=== block 1 ===
**Block 1: where the registers sit**

Bar = 100 um. Other sequential cells in the stronger gray, the rest of the logic in the fainter gray.
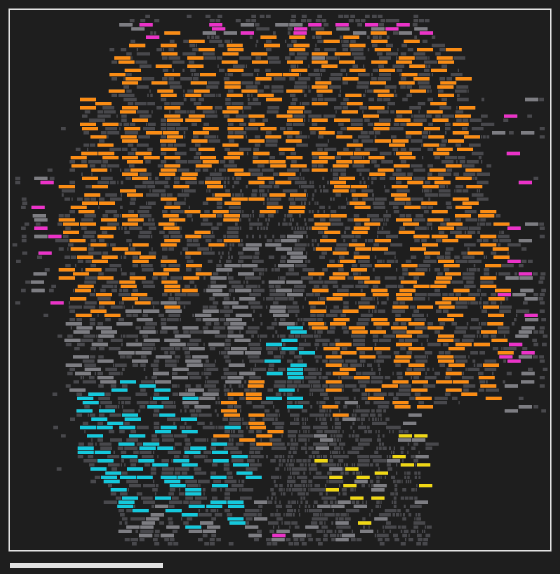

File: config.mk
export PLATFORM = sky130hd
export DESIGN_NAME = reorder_buffer
export DESIGN_NICKNAME = d
export VERILOG_FILES = /design/src/rtl/reorder_buffer.sv
export SDC_FILE = /design/constraint.sdc
export NUM_CORES = 2
export LEC_CHECK = 0
export ABC_AREA = 0
export CAP_MARGIN = 5
export CELL_PAD_IN_SITES_DETAIL_PLACEMENT = 0
export CELL_PAD_IN_SITES_GLOBAL_PLACEMENT = 1
export CORE_MARGIN = 1
export CORE_UTILIZATION = 38
export DETAILED_ROUTE_END_ITERATION = 6
export GPL_TIMING_DRIVEN = 0
export PLACE_DENSITY = 0.71
export SLEW_MARGIN = 40
export SYNTH_ARGS = -nofsm -noshare
export SYNTH_HDL_FRONTEND = slang
export SYNTH_SLANG_ARGS = --single-unit
File: constraint.sdc
create_clock -name clk -period 8 [get_ports clk]
set_clock_uncertainty 0.05 [all_clocks]
set_input_delay 1.6 -clock clk [delete_from_list [all_inputs] [get_ports clk]]
set_output_delay 1.6 -clock clk [all_outputs]
set_load 0.005 [all_outputs]
File: src/rtl/reorder_buffer.sv
// rtl/reorder_buffer.sv - dual-dispatch, dual-retire in-order reorder buffer
// Optional macro ROB_FLUSH_EN adds a flush input that empties the buffer.
module reorder_buffer #(
  parameter int DEPTH  = 16,
  parameter int IDX_W  = 4,
  parameter int PREG_W = 6,
  parameter int PC_W   = 32
) (
  input  logic              clk,
  input  logic              rst_n,
`ifdef ROB_FLUSH_EN
  input  logic              flush,
`endif
  input  logic              disp_valid1,
  input  logic [PREG_W-1:0] disp_dest1,
  input  logic [PREG_W-1:0] disp_old1,
  input  logic [PC_W-1:0]   disp_pc1,
  input  logic              disp_valid2,
  input  logic [PREG_W-1:0] disp_dest2,
  input  logic [PREG_W-1:0] disp_old2,
  input  logic [PC_W-1:0]   disp_pc2,
  output logic              disp_ready,
  output logic [IDX_W-1:0]  alloc_idx1,
  output logic [IDX_W-1:0]  alloc_idx2,
  output logic [DEPTH-1:0]  rob_free,
  input  logic              cmp_valid1,
  input  logic [IDX_W-1:0]  cmp_idx1,
  input  logic              cmp_valid2,
  input  logic [IDX_W-1:0]  cmp_idx2,
  output logic              ret_valid1,
  output logic [PREG_W-1:0] ret_dest1,
  output logic [PREG_W-1:0] ret_old1,
  output logic [PC_W-1:0]   ret_pc1,
  output logic              ret_valid2,
  output logic [PREG_W-1:0] ret_dest2,
  output logic [PREG_W-1:0] ret_old2,
  output logic [PC_W-1:0]   ret_pc2
);

  // Two slots must be free so a dual dispatch never needs a partial accept.
  localparam logic [IDX_W:0] READY_MAX = (IDX_W+1)'(DEPTH - 2);

  logic [IDX_W-1:0]  head;
  logic [IDX_W-1:0]  tail;
  logic [IDX_W-1:0]  headPlus1;
  logic [IDX_W-1:0]  tailPlus1;
  logic [IDX_W:0]    count;
  logic [IDX_W:0]    allocCnt;
  logic [IDX_W:0]    retireCnt;
  logic [DEPTH-1:0]  valid;
  logic [DEPTH-1:0]  done;
  logic [DEPTH-1:0]  validNext;
  logic [DEPTH-1:0]  doneNext;
  logic [PREG_W-1:0] destMem [DEPTH];
  logic [PREG_W-1:0] oldMem  [DEPTH];
  logic [PC_W-1:0]   pcMem   [DEPTH];
  logic              flushNow;
  logic              alloc1;
  logic              alloc2;
  logic              retire1;
  logic              retire2;

`ifdef ROB_FLUSH_EN
  assign flushNow = flush;
`else
  assign flushNow = 1'b0;
`endif

  assign headPlus1  = head + 1'b1;
  assign tailPlus1  = tail + 1'b1;
  assign disp_ready = (count <= READY_MAX);
  assign alloc_idx1 = tail;
  assign alloc_idx2 = tailPlus1;
  assign rob_free   = ~valid;

  assign alloc1  = disp_ready & disp_valid1 & ~flushNow;
  assign alloc2  = alloc1 & disp_valid2;
  assign retire1 = valid[head] & done[head] & ~flushNow;
  assign retire2 = retire1 & valid[headPlus1] & done[headPlus1];

  assign allocCnt  = {{IDX_W{1'b0}}, alloc1} + {{IDX_W{1'b0}}, alloc2};
  assign retireCnt = {{IDX_W{1'b0}}, retire1} + {{IDX_W{1'b0}}, retire2};

  // Retired head entries and freshly allocated tail entries never overlap,
  // and completions only land on entries that are already valid.
  always_comb begin
    validNext = valid;
    doneNext  = done;
    if (cmp_valid1 && valid[cmp_idx1]) doneNext[cmp_idx1] = 1'b1;
    if (cmp_valid2 && valid[cmp_idx2]) doneNext[cmp_idx2] = 1'b1;
    if (retire1) begin
      validNext[head] = 1'b0;
      doneNext[head]  = 1'b0;
    end
    if (retire2) begin
      validNext[headPlus1] = 1'b0;
      doneNext[headPlus1]  = 1'b0;
    end
    if (alloc1) begin
      validNext[tail] = 1'b1;
      doneNext[tail]  = 1'b0;
    end
    if (alloc2) begin
      validNext[tailPlus1] = 1'b1;
      doneNext[tailPlus1]  = 1'b0;
    end
  end

  always_ff @(posedge clk or negedge rst_n) begin
    if (!rst_n) begin
      head       <= '0;
      tail       <= '0;
      count      <= '0;
      valid      <= '0;
      done       <= '0;
      ret_valid1 <= 1'b0;
      ret_dest1  <= '0;
      ret_old1   <= '0;
      ret_pc1    <= '0;
      ret_valid2 <= 1'b0;
      ret_dest2  <= '0;
      ret_old2   <= '0;
      ret_pc2    <= '0;
    end else if (flushNow) begin
      head       <= '0;
      tail       <= '0;
      count      <= '0;
      valid      <= '0;
      done       <= '0;
      ret_valid1 <= 1'b0;
      ret_dest1  <= '0;
      ret_old1   <= '0;
      ret_pc1    <= '0;
      ret_valid2 <= 1'b0;
      ret_dest2  <= '0;
      ret_old2   <= '0;
      ret_pc2    <= '0;
    end else begin
      head       <= head + retireCnt[IDX_W-1:0];
      tail       <= tail + allocCnt[IDX_W-1:0];
      count      <= count + allocCnt - retireCnt;
      valid      <= validNext;
      done       <= doneNext;
      ret_valid1 <= retire1;
      ret_dest1  <= retire1 ? destMem[head] : '0;
      ret_old1   <= retire1 ? oldMem[head]  : '0;
      ret_pc1    <= retire1 ? pcMem[head]   : '0;
      ret_valid2 <= retire2;
      ret_dest2  <= retire2 ? destMem[headPlus1] : '0;
      ret_old2   <= retire2 ? oldMem[headPlus1]  : '0;
      ret_pc2    <= retire2 ? pcMem[headPlus1]   : '0;
    end
  end

  // Payload storage needs no reset; valid bits gate every use of it.
  always_ff @(posedge clk) begin
    if (alloc1) begin
      destMem[tail] <= disp_dest1;
      oldMem[tail]  <= disp_old1;
      pcMem[tail]   <= disp_pc1;
    end
    if (alloc2) begin
      destMem[tailPlus1] <= disp_dest2;
      oldMem[tailPlus1]  <= disp_old2;
      pcMem[tailPlus1]   <= disp_pc2;
    end
  end

endmodule

=== block 2 ===
--- config.mk ---
export PLATFORM = sky130hd
export DESIGN_NAME = memory_arbiter
export DESIGN_NICKNAME = d
export VERILOG_FILES = /design/src/rtl/memory_arbiter_pkg.sv /design/src/rtl/rr_arbiter2.sv /design/src/rtl/memory_arbiter.sv
export SDC_FILE = /design/constraint.sdc
export NUM_CORES = 1
export LEC_CHECK = 0
export CAP_MARGIN = 25
export CORE_AREA = 2 2 108 110
export CTS_CLUSTER_DIAMETER = 60
export CTS_CLUSTER_SIZE = 10
export DETAILED_ROUTE_END_ITERATION = 10
export DIE_AREA = 0 0 110 112
export HOLD_SLACK_MARGIN = 0.02
export PLACE_DENSITY = 0.84
export REMOVE_ABC_BUFFERS = 1
export SKIP_CTS_REPAIR_TIMING = 1
export SYNTH_ARGS = -nofsm -noshare
export SYNTH_HDL_FRONTEND = slang
export SYNTH_SLANG_ARGS = --single-unit
export TNS_END_PERCENT = 100
--- constraint.sdc ---
create_clock -name i_Clock -period 2.4 [get_ports i_Clock]
set_input_delay 0.48 -clock i_Clock [delete_from_list [all_inputs] [get_ports i_Clock]]
set_output_delay 0.48 -clock i_Clock [all_outputs]
set_load 0.005 [all_outputs]
--- src/rtl/memory_arbiter_pkg.sv ---
// Shared types for the two-port memory arbiter.
// Port index, response-stage bundle, port count.
package memory_arbiter_pkg;

  localparam int NUM_PORTS = 2;

  typedef logic port_idx_t;

  typedef struct packed {
    logic      Valid;
    port_idx_t PortIdx;
    logic      IsWrite;
  } rsp_stage_t;

endpackage

--- src/rtl/rr_arbiter2.sv ---
// Combinational two-way round-robin picker.
// i_Req/i_LastGrant in; o_Gnt/o_GntIdx/o_AnyGnt out.
module rr_arbiter2
  import memory_arbiter_pkg::*;
(
  input  logic [NUM_PORTS-1:0] i_Req,
  input  port_idx_t            i_LastGrant,
  output logic [NUM_PORTS-1:0] o_Gnt,
  output port_idx_t            o_GntIdx,
  output logic                 o_AnyGnt
);

  port_idx_t idx;

  always_comb begin
    idx = 1'b0;
    unique case (1'b1)
      (i_Req == 2'b11): idx = ~i_LastGrant;
      (i_Req == 2'b10): idx = 1'b1;
      default:          idx = 1'b0;
    endcase
  end

  assign o_AnyGnt = |i_Req;
  assign o_GntIdx = idx;

  always_comb begin
    o_Gnt = '0;
    if (o_AnyGnt) begin
      o_Gnt[idx] = 1'b1;
    end
  end

endmodule

--- src/rtl/memory_arbiter.sv ---
// Round-robin arbiter sharing one memory between two requesters.
// Req/Addr/WrEnable/WrData in per port; Ready/RspValid/RdData out; Mem* pins.
module memory_arbiter
  import memory_arbiter_pkg::*;
#(
  parameter int DATA_WIDTH = 32,
  parameter int ADDR_WIDTH = 12
) (
  input  logic                  i_Clock,
  input  logic                  i_Reset,
  input  logic                  i_Req0,
  input  logic [ADDR_WIDTH-1:0] i_Addr0,
  input  logic                  i_WrEnable0,
  input  logic [DATA_WIDTH-1:0] i_WrData0,
  input  logic                  i_Req1,
  input  logic [ADDR_WIDTH-1:0] i_Addr1,
  input  logic                  i_WrEnable1,
  input  logic [DATA_WIDTH-1:0] i_WrData1,
  output logic                  o_Ready0,
  output logic                  o_Ready1,
  output logic                  o_RspValid0,
  output logic                  o_RspValid1,
  output logic [DATA_WIDTH-1:0] o_RdData0,
  output logic [DATA_WIDTH-1:0] o_RdData1,
  output logic [ADDR_WIDTH-1:0] o_MemAddr,
  output logic                  o_MemWrEnable,
  output logic [DATA_WIDTH-1:0] o_MemWrData,
  input  logic [DATA_WIDTH-1:0] i_MemRdData
);

  logic [NUM_PORTS-1:0] req;
  logic [NUM_PORTS-1:0] gnt_raw;
  logic [NUM_PORTS-1:0] gnt;
  port_idx_t            gnt_idx;
  logic                 any_raw;
  logic                 any_gnt;

  port_idx_t  last_grant_q, last_grant_d;
  rsp_stage_t rsp_q, rsp_d;

  // Shared capture of the accepted read; per-port hold keeps it afterwards.
  logic [DATA_WIDTH-1:0] rd_buf_q, rd_buf_d;
  logic [DATA_WIDTH-1:0] rd_hold0_q, rd_hold0_d;
  logic [DATA_WIDTH-1:0] rd_hold1_q, rd_hold1_d;

  logic                  sel_wr;
  logic [ADDR_WIDTH-1:0] sel_addr;
  logic [DATA_WIDTH-1:0] sel_wdata;
  logic                  rd_rsp0;
  logic                  rd_rsp1;

  assign req = {i_Req1, i_Req0};

  rr_arbiter2 u_arb (
    .i_Req       (req),
    .i_LastGrant (last_grant_q),
    .o_Gnt       (gnt_raw),
    .o_GntIdx    (gnt_idx),
    .o_AnyGnt    (any_raw)
  );

  // No grant can escape while reset is held low.
  assign gnt     = gnt_raw & {NUM_PORTS{i_Reset}};
  assign any_gnt = any_raw & i_Reset;

  assign o_Ready0 = gnt[0];
  assign o_Ready1 = gnt[1];

  assign sel_wr    = gnt_idx ? i_WrEnable1 : i_WrEnable0;
  assign sel_addr  = gnt_idx ? i_Addr1 : i_Addr0;
  assign sel_wdata = gnt_idx ? i_WrData1 : i_WrData0;

  always_comb begin
    o_MemAddr     = '0;
    o_MemWrEnable = 1'b0;
    o_MemWrData   = '0;
    if (any_gnt) begin
      o_MemAddr     = sel_addr;
      o_MemWrEnable = sel_wr;
      o_MemWrData   = sel_wdata;
    end
  end

  always_comb begin
    last_grant_d = last_grant_q;
    if (any_gnt) begin
      last_grant_d = gnt_idx;
    end
  end

  always_comb begin
    rsp_d.Valid   = any_gnt;
    rsp_d.PortIdx = gnt_idx;
    rsp_d.IsWrite = sel_wr;
  end

  assign rd_rsp0 = rsp_q.Valid & ~rsp_q.IsWrite
                 & (rsp_q.PortIdx == 1'b0);
  assign rd_rsp1 = rsp_q.Valid & ~rsp_q.IsWrite
                 & (rsp_q.PortIdx == 1'b1);

  always_comb begin
    rd_buf_d   = rd_buf_q;
    rd_hold0_d = rd_hold0_q;
    rd_hold1_d = rd_hold1_q;
    if (any_gnt && !sel_wr) begin
      rd_buf_d = i_MemRdData;
    end
    if (rd_rsp0) begin
      rd_hold0_d = rd_buf_q;
    end
    if (rd_rsp1) begin
      rd_hold1_d = rd_buf_q;
    end
  end

  always_ff @(posedge i_Clock or negedge i_Reset) begin
    if (!i_Reset) begin
      last_grant_q <= 1'b1;
      rsp_q        <= '0;
      rd_buf_q     <= '0;
      rd_hold0_q   <= '0;
      rd_hold1_q   <= '0;
    end else begin
      last_grant_q <= last_grant_d;
      rsp_q        <= rsp_d;
      rd_buf_q     <= rd_buf_d;
      rd_hold0_q   <= rd_hold0_d;
      rd_hold1_q   <= rd_hold1_d;
    end
  end

  assign o_RspValid0 = rsp_q.Valid & (rsp_q.PortIdx == 1'b0);
  assign o_RspValid1 = rsp_q.Valid & (rsp_q.PortIdx == 1'b1);

  // Fresh read data comes straight from the capture register.
  assign o_RdData0 = rd_rsp0 ? rd_buf_q : rd_hold0_q;
  assign o_RdData1 = rd_rsp1 ? rd_buf_q : rd_hold1_q;

endmodule

=== block 3 ===
[config.mk]
export PLATFORM = sky130hd
export DESIGN_NAME = spi_byte_sequencer
export DESIGN_NICKNAME = d
export VERILOG_FILES = /design/src/rtl/spi_byte_sequencer.sv
export SDC_FILE = /design/constraint.sdc
export NUM_CORES = 1
export LEC_CHECK = 0
export CAP_MARGIN = 20
export CORE_MARGIN = 2
export CORE_UTILIZATION = 60
export CTS_BUF_LIST = sky130_fd_sc_hd__clkbuf_4 sky130_fd_sc_hd__clkbuf_8 sky130_fd_sc_hd__clkbuf_16
export CTS_CLUSTER_DIAMETER = 80
export CTS_CLUSTER_SIZE = 28
export DETAILED_ROUTE_END_ITERATION = 16
export GPL_TIMING_DRIVEN = 1
export PLACE_DENSITY_LB_ADDON = 0.25
export SLEW_MARGIN = 20
export SYNTH_ARGS = -nofsm -noshare
export SYNTH_HDL_FRONTEND = slang
export SYNTH_SLANG_ARGS = --single-unit
[constraint.sdc]
create_clock -name clk -period 3.1 [get_ports clk]
set_input_delay 0.465 -clock clk [delete_from_list [all_inputs] [get_ports clk]]
set_output_delay 0.465 -clock clk [all_outputs]
set_load 0.02 [all_outputs]
[src/rtl/spi_byte_sequencer.sv]
// Byte-stream front end for an spi_master: TX FIFO feeding a one-byte-per-transaction
// launch FSM, with each received byte captured into a first-word fall-through RX FIFO.
module spi_byte_sequencer #(
  parameter int TX_DEPTH   = 16,
  parameter int RX_DEPTH   = 16,
  parameter int GAP_CYCLES = 2,
  parameter int TIMEOUT    = 1023
) (
  input  logic                      clk,
  input  logic                      reset_n,
  input  logic                      clear,
  input  logic                      in_valid,
  output logic                      in_ready,
  input  logic [7:0]                in_data,
  output logic                      out_valid,
  input  logic                      out_ready,
  output logic [7:0]                out_data,
  output logic [$clog2(TX_DEPTH):0] tx_level,
  output logic [$clog2(RX_DEPTH):0] rx_level,
  output logic                      spi_start,
  output logic [7:0]                spi_tx_data,
  input  logic                      spi_busy,
  input  logic [7:0]                spi_rx_data,
  input  logic                      spi_rx_valid,
  output logic                      seq_busy,
  output logic                      err_timeout
);
  localparam int TAW = $clog2(TX_DEPTH);
  localparam int RAW = $clog2(RX_DEPTH);
  localparam int TOW = $clog2(TIMEOUT + 1);
  localparam int GCW = $clog2(GAP_CYCLES + 2);
  localparam logic [TAW:0]   TX_FULL  = (TAW + 1)'(TX_DEPTH);
  localparam logic [TAW:0]   TX_EMPTY = (TAW + 1)'(0);
  localparam logic [RAW:0]   RX_FULL  = (RAW + 1)'(RX_DEPTH);
  localparam logic [RAW:0]   RX_EMPTY = (RAW + 1)'(0);
  localparam logic [TOW-1:0] TO_LAST  = TOW'(TIMEOUT - 1);
  // GAP_CYCLES of 0 and 1 both leave GAP on the first cycle spi_busy is seen low
  localparam logic [GCW-1:0] GAP_LAST = GCW'((GAP_CYCLES > 0) ? (GAP_CYCLES - 1) : 0);

  localparam logic [2:0] S_IDLE      = 3'd0;
  localparam logic [2:0] S_LAUNCH    = 3'd1;
  localparam logic [2:0] S_WAIT_BUSY = 3'd2;
  localparam logic [2:0] S_WAIT_RX   = 3'd3;
  localparam logic [2:0] S_GAP       = 3'd4;

  logic [7:0]     tx_mem_r [TX_DEPTH];
  logic [7:0]     rx_mem_r [RX_DEPTH];
  logic [TAW-1:0] tx_wr_r, tx_rd_r;
  logic [RAW-1:0] rx_wr_r, rx_rd_r;
  logic [TAW:0]   tx_level_r;
  logic [RAW:0]   rx_level_r;
  logic [2:0]     state_r, state_nxt_s;
  logic [7:0]     spi_tx_data_r;
  logic [TOW-1:0] to_cnt_r;
  logic [GCW-1:0] gap_cnt_r;
  logic           err_r;
  logic           tx_push_s, tx_pop_s, rx_push_s, rx_pop_s, launch_s, timeout_s;

  // Output decode from registered state
  always_comb begin
    in_ready    = (tx_level_r != TX_FULL);
    out_valid   = (rx_level_r != RX_EMPTY);
    if (out_valid) out_data = rx_mem_r[rx_rd_r];
    else           out_data = 8'd0;
    tx_level    = tx_level_r;
    rx_level    = rx_level_r;
    spi_start   = (state_r == S_LAUNCH);
    spi_tx_data = spi_tx_data_r;
    seq_busy    = (state_r != S_IDLE);
    err_timeout = err_r;
  end

  // FIFO handshakes; clear overrides every push and pop
  always_comb begin
    launch_s  = (state_r == S_IDLE) && (tx_level_r != TX_EMPTY) && (rx_level_r < RX_FULL) && !clear;
    tx_push_s = in_valid && in_ready && !clear;
    tx_pop_s  = launch_s;
    rx_push_s = (state_r == S_WAIT_RX) && spi_rx_valid && !clear;
    rx_pop_s  = out_valid && out_ready && !clear;
  end

  // Next-state and timeout decode
  always_comb begin
    state_nxt_s = state_r;
    timeout_s   = 1'b0;
    if (clear) begin
      // Let an active spi_master transaction run out before relaunching
      state_nxt_s = spi_busy ? S_GAP : S_IDLE;
    end else begin
      case (state_r)
        S_IDLE: begin
          if (launch_s) state_nxt_s = S_LAUNCH;
          else          state_nxt_s = S_IDLE;
        end
        S_LAUNCH: state_nxt_s = S_WAIT_BUSY;
        S_WAIT_BUSY: begin
          if (spi_busy) begin
            state_nxt_s = S_WAIT_RX;
          end else if (to_cnt_r == TO_LAST) begin
            state_nxt_s = S_GAP;
            timeout_s   = 1'b1;
          end else begin
            state_nxt_s = S_WAIT_BUSY;
          end
        end
        S_WAIT_RX: begin
          if (spi_rx_valid) begin
            state_nxt_s = S_GAP;
          end else if (to_cnt_r == TO_LAST) begin
            state_nxt_s = S_GAP;
            timeout_s   = 1'b1;
          end else begin
            state_nxt_s = S_WAIT_RX;
          end
        end
        S_GAP: begin
          if (!spi_busy && (gap_cnt_r >= GAP_LAST)) state_nxt_s = S_IDLE;
          else                                      state_nxt_s = S_GAP;
        end
        default: state_nxt_s = S_IDLE;
      endcase
    end
  end

  // FSM state, launched byte, wait/gap counters and sticky timeout flag
  always_ff @(posedge clk or negedge reset_n) begin
    if (!reset_n) begin
      state_r       <= S_IDLE;
      spi_tx_data_r <= 8'd0;
      to_cnt_r      <= '0;
      gap_cnt_r     <= '0;
      err_r         <= 1'b0;
    end else begin
      state_r <= state_nxt_s;
      if (launch_s) spi_tx_data_r <= tx_mem_r[tx_rd_r];
      if ((state_nxt_s == state_r) && ((state_r == S_WAIT_BUSY) || (state_r == S_WAIT_RX)))
        to_cnt_r <= to_cnt_r + TOW'(1);
      else
        to_cnt_r <= '0;
      if ((state_r == S_GAP) && (state_nxt_s == S_GAP) && !spi_busy)
        gap_cnt_r <= gap_cnt_r + GCW'(1);
      else
        gap_cnt_r <= '0;
      if (clear)          err_r <= 1'b0;
      else if (timeout_s) err_r <= 1'b1;
    end
  end

  // FIFO storage write ports
  always_ff @(posedge clk) begin
    if (tx_push_s) tx_mem_r[tx_wr_r] <= in_data;
    if (rx_push_s) rx_mem_r[rx_wr_r] <= spi_rx_data;
  end

  // TX pointers and occupancy
  always_ff @(posedge clk or negedge reset_n) begin
    if (!reset_n) begin
      tx_wr_r    <= '0;
      tx_rd_r    <= '0;
      tx_level_r <= TX_EMPTY;
    end else if (clear) begin
      tx_wr_r    <= '0;
      tx_rd_r    <= '0;
      tx_level_r <= TX_EMPTY;
    end else begin
      if (tx_push_s) tx_wr_r <= tx_wr_r + TAW'(1);
      if (tx_pop_s)  tx_rd_r <= tx_rd_r + TAW'(1);
      case ({tx_push_s, tx_pop_s})
        2'b10:   tx_level_r <= tx_level_r + (TAW + 1)'(1);
        2'b01:   tx_level_r <= tx_level_r - (TAW + 1)'(1);
        default: tx_level_r <= tx_level_r;
      endcase
    end
  end

  // RX pointers and occupancy
  always_ff @(posedge clk or negedge reset_n) begin
    if (!reset_n) begin
      rx_wr_r    <= '0;
      rx_rd_r    <= '0;
      rx_level_r <= RX_EMPTY;
    end else if (clear) begin
      rx_wr_r    <= '0;
      rx_rd_r    <= '0;
      rx_level_r <= RX_EMPTY;
    end else begin
      if (rx_push_s) rx_wr_r <= rx_wr_r + RAW'(1);
      if (rx_pop_s)  rx_rd_r <= rx_rd_r + RAW'(1);
      case ({rx_push_s, rx_pop_s})
        2'b10:   rx_level_r <= rx_level_r + (RAW + 1)'(1);
        2'b01:   rx_level_r <= rx_level_r - (RAW + 1)'(1);
        default: rx_level_r <= rx_level_r;
      endcase
    end
  end

endmodule

**Block 2: track usage over the die**

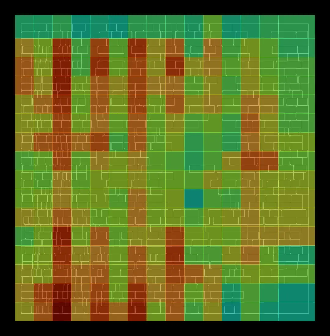
Most Crowded Layer GR: met2
DR WL/cell: 18.4 um

**Block 2: close-up of the layout**

Bar = 10 um. Window x 15 to 40, y 16 to 41 um. Cells in gray, sequential cells in the stronger gray; small squares are vias.
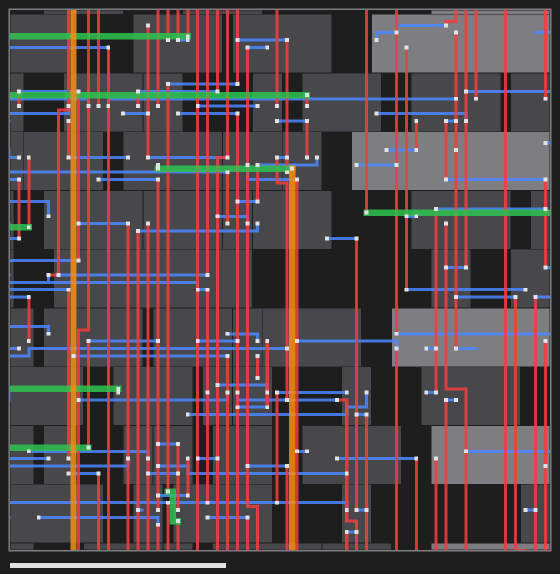
| color | layer |
|---|---|
| orange | met4 |
| green | met3 |
| red | met2 |
| blue | met1 |
cells with their middle in the window: 43
netlist names of flops here include: rd_buf_q (2)
most frequent: dlymetal6s2s_1 (11), nand2_1 (9), clkdlybuf4s50_1 (7)
sequential cells in the window: 4

==> GITHUB_STEP_SUMMARY, block 2 <==
### Metrics collected by this job

| Metric | Value |
|---|---|
| Outcome | complete, but fails checks |
| Failing checks | setup timing |
| Die Width | 110 um |
| Worst Setup Slack, final | -0.165 ns |
| First-pass GRT wire length | 20200 um |
| CLK BUF | 9 |
| Root Driver | clkbuf_16 |
| Routability congestion estimate | 0.887 |
| Initial antenna violation count | 1 |
| Cell count after synthesis | 364 |
| Sequential cell area share | 31.7% |
| Area grow syn2layout | 80.6% |
| Met3 global-route usage | 7.67% |
| Setup violation total in the final timing report | 8 |
| Data buffer area share | 38.9% |
| R2r startpoint | last_grant_q |
| Crit-path cells | nor3b_4 -> buf_12 -> mux2_2 -> clkdlybuf4s50_1 |
| Met1 Use GR | 22.0% |
## block 2: sequential cells by signal (all words and copies together), names as in the netlist
register	count
rd_hold1_q	32
rd_hold0_q	32
last_grant_q	1
rsp_q	3
rd_buf_q	32
## block 2: cells by family after synthesis
| kind of cell | share of synthesized area (%) |
|---|---|
| buffers and inverters | 2.72 |
| muxes | 25.0 |
| DFF | 57.2 |
| AOI/OAI and AO/OA | 6.43 |
| and+or+nand+nor | 8.69 |
## block 2: where the power goes
| part | internal [mW] | switching, mW |
|---|---|---|
| Sequential | 2.34 | 0.244 |
| Combinational | 1.60 | 0.917 |
| Clock | 0.909 | 0.612 |
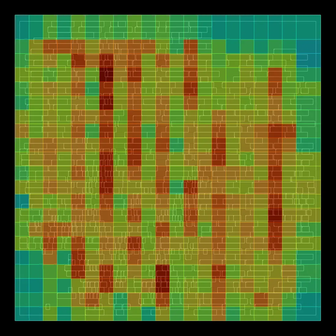
**Above:** block 3 (track usage over the die).
GRT Util Overall: 23.4%
Most Crowded Layer GR: met2

==> GITHUB_STEP_SUMMARY, block 3 <==
### Metrics collected by this job

| Metric | Value |
|---|---|
| Outcome | finished, final reports clean |
| H-tree levels | 1 |
| Tool warning count | 33 |
| RSZ-0062 raised after global routing | no |
| Post-DP HPWL | 16600 um |
| CTS buffer count | 15 |
| Setup Skew | 0.0217 ns |
| Die Width | 150 um |
| Cell count along the critical path | 5 |
| Sequential Power Share | 53.6% |
| I/O pins | 54 |
| Crit-path cells | or4_4 -> nand2b_2 -> nand2_2 -> o22ai_1 -> dlygate4sd2_1 |
| Combinational power share | 21.2% |
| # clock sinks | 306 |
| Met3 global-route usage | 2.99% |
| FFs w/ async S/R, synth | 16.3% |
| Max VDD drop | 0.471 mV |
| Max Used Layer | met4 |
| Routability congestion estimate | 0.853 |
| Top cells by area | edfxtp_1, mux4_2, dfrtp_1 |
| Routed via count | 6769 |
| Detailed-route DRC error count | 0 |
| Gr ovfl total | 0 |
| Switch share | 27.5% |
| Worst Setup Slack, final | 0.187 ns |
| Reg2reg end | rx_level[4] |
| Top Registers | rx_mem_r: 128 flops, tx_mem_r: 128 flops, to_cnt_r: 10 flops |
| Mean post-synth cell area | 17.3 um2 |
| Slew headroom | 39.5% |
| P_sw | 2.44 mW |
| Setup violation total in the final timing report | 0 |
| Core Region | 0.0210 mm2 |
| Worst slew pin tran | 0.907 ns |
| CTS max path bufs | 3 |
| Post-layout util | 68.6% |
| Worst Path Required | 2.63 ns |
| Top Family by Delay on Critical Path | simple AND/OR/NAND/NOR gates |
| Placed insts | 1082 |
| Worst Hold Class | primary input to async pin |
| I/O Buffers | 53 |
| WS Path Type | flop to output port |
-- block 3: final cells by class --
class	instances	area (um2)
Clock buffer	21	420
Inverter	19	71.3
Timing Repair Buffer	101	905
Clock inverter	3	41.3
Tap cell	275	344
Fill cell	1372	6590
Multi-Input combinational cell	381	3640
Sequential cell	306	8940
-- block 3: logic make-up after synthesis --
family | synth area share [%]
AND-OR/OR-AND | 3.58
multiplexers | 14.8
XOR/XNOR | 1.30
buffers and inverters | 1.75
adder cells (fa/ha/maj) | 2.17
AND/OR/NAND/NOR | 6.52
flip-flops | 69.9
**Block 1: track usage over the die**

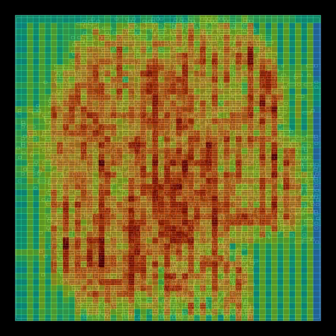
post-layout util: 46.0%
GRT Util Overall: 26.5%
Most Crowded Layer GR: met2
DR WL/cell: 33.7 um

About 'where the registers sit' of block 1:
| color | netlist name | sequential cells |
|---|---|---|
| magenta | ret_pc2 | 32 |
| orange | pcMem | 512 |
| yellow | done | 16 |
| cyan | oldMem | 96 |
not colored: 183

==> GITHUB_STEP_SUMMARY, block 1 <==
### Metrics collected by this job

| Metric | Value |
|---|---|
| Final ANT Viol Nets | 0 |
| Fin crit period | 5.67 ns |
| Largest stage delay, worst path | 0.57 ns |
| Fraction of layout cells with a size suffix above 1 | 46.7% |
| CTS tree | built |
| Met1 Use GR | 34.0% |
| Tool warning count | 38 |
| CP most frequent cell | inv_1 |
| Gr ovfl total | 0 |
| Logic share of the area | 38.0% |
| Max VDD drop | 0.235 mV |
| Clock network area share | 5.89% |
| Dominant combinational family | multiplexers |
| Max Used Layer | met5 |
| Yosys stat area | 0.0470 mm2 |
| CP Max Fanout | 10 |
| Post-CTS Resized | 0 |
| Top reg by flops | pcMem |
| NumNets Final | 3413 |
| DP Worst Slack | 2.44 ns |
| Hold Fails Final Rpt | 0 |
| # clock sinks | 839 |
| Worst slew pin tran | 0.922 ns |
| Lkg Pwr | 19.2 nW |
| Diode count | 5 |
| WS Path Type | flop to flop |
| Die Area | 0.125 mm2 |
| Setup violation total in the final timing report | 0 |
| I/O pins | 217 |
| Compound-Gate Fraction of Synth Area | 2.86% |
| Core Region | 0.122 mm2 |
| Crit share post-route | 70.8% |
| Starting Density | 38.5% |
| Initial antenna violation count | 14 |
| Root Driver | clkbuf_16 |
| Area leader share | 45.0% |
| Most instantiated logic cells after routing | edfxtp_1, mux2_2, mux4_2 |
| Fin Setup TNS | 0 ns |
| Register area | 0.0245 mm2 |
| DRT iter0 DRCs | 3702 |
| Number of synthesis warnings | 0 |
| Number of flip-flops in the largest register | 512 |
| Vias per Instance | 6.16 |
| Signal buffers | 574 |
| Met2 wire length | 80800 um |
| Distinct cells, synth | 63 |
| Power Density | 371 mW/mm2 |
| Outcome | finished, final reports clean |
| Mapped Area | 0.0470 mm2 |
| FFs w/ async S/R, synth | 16.1% |
| Placed insts | 4807 |
| I/O Buffers | 215 |
| Syn_nets | 3035 |
| Most numerous logic cell after layout | edfxtp_1 |
block 1: where the power goes:
part	internal [mW]	switching, mW
Clock	2.73	1.92
Combinational	4.46	6.00
Sequential	5.41	0.280
block 1: path summary, 6_finish.rpt:
path	startpoint	end	slack, ns	depth (start not counted)
worst min register to register	count[0]	count[0]	0.46	1
worst max-delay path	head[0]	count[4]	2.33	21
max in group asynchronous	rst_n	ret_pc1[20]	6.51	2
min in group asynchronous	rst_n	ret_old2[3]	0.71	1
worst max register to register	head[0]	count[4]	2.33	21
worst min-delay path	count[0]	count[0]	0.46	1

==> layout pictures side by side <==
I/O nets highlighted.
picture 1
Bar = 20 um.
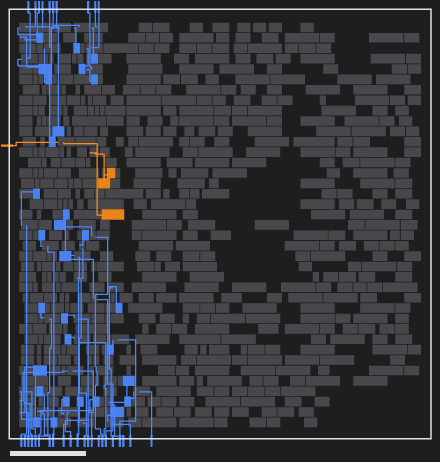
picture 2
Bar = 100 um.
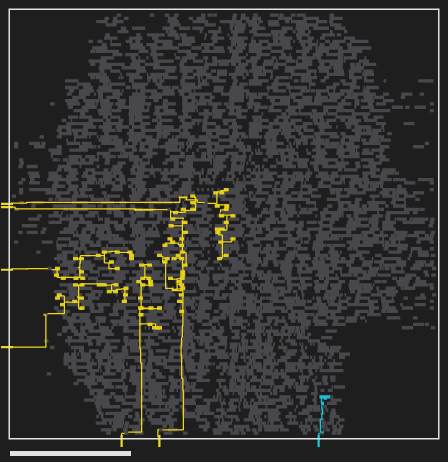
picture 3
Bar = 50 um.
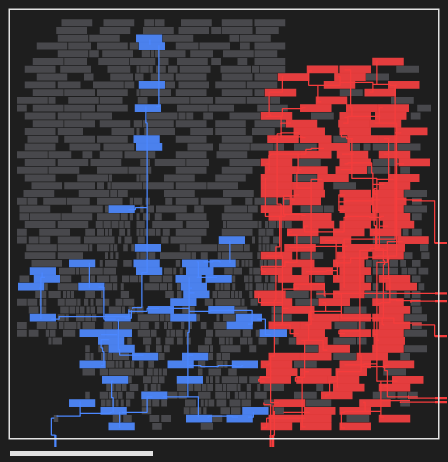
Block 1 is picture 2.
Block 3 is picture 3.
Block 2 is picture 1.
The one with the smallest die is picture 1.
The one with the fewest cells is picture 1.


Power figures rest on the tool's default switching activity, not on a simulated workload.
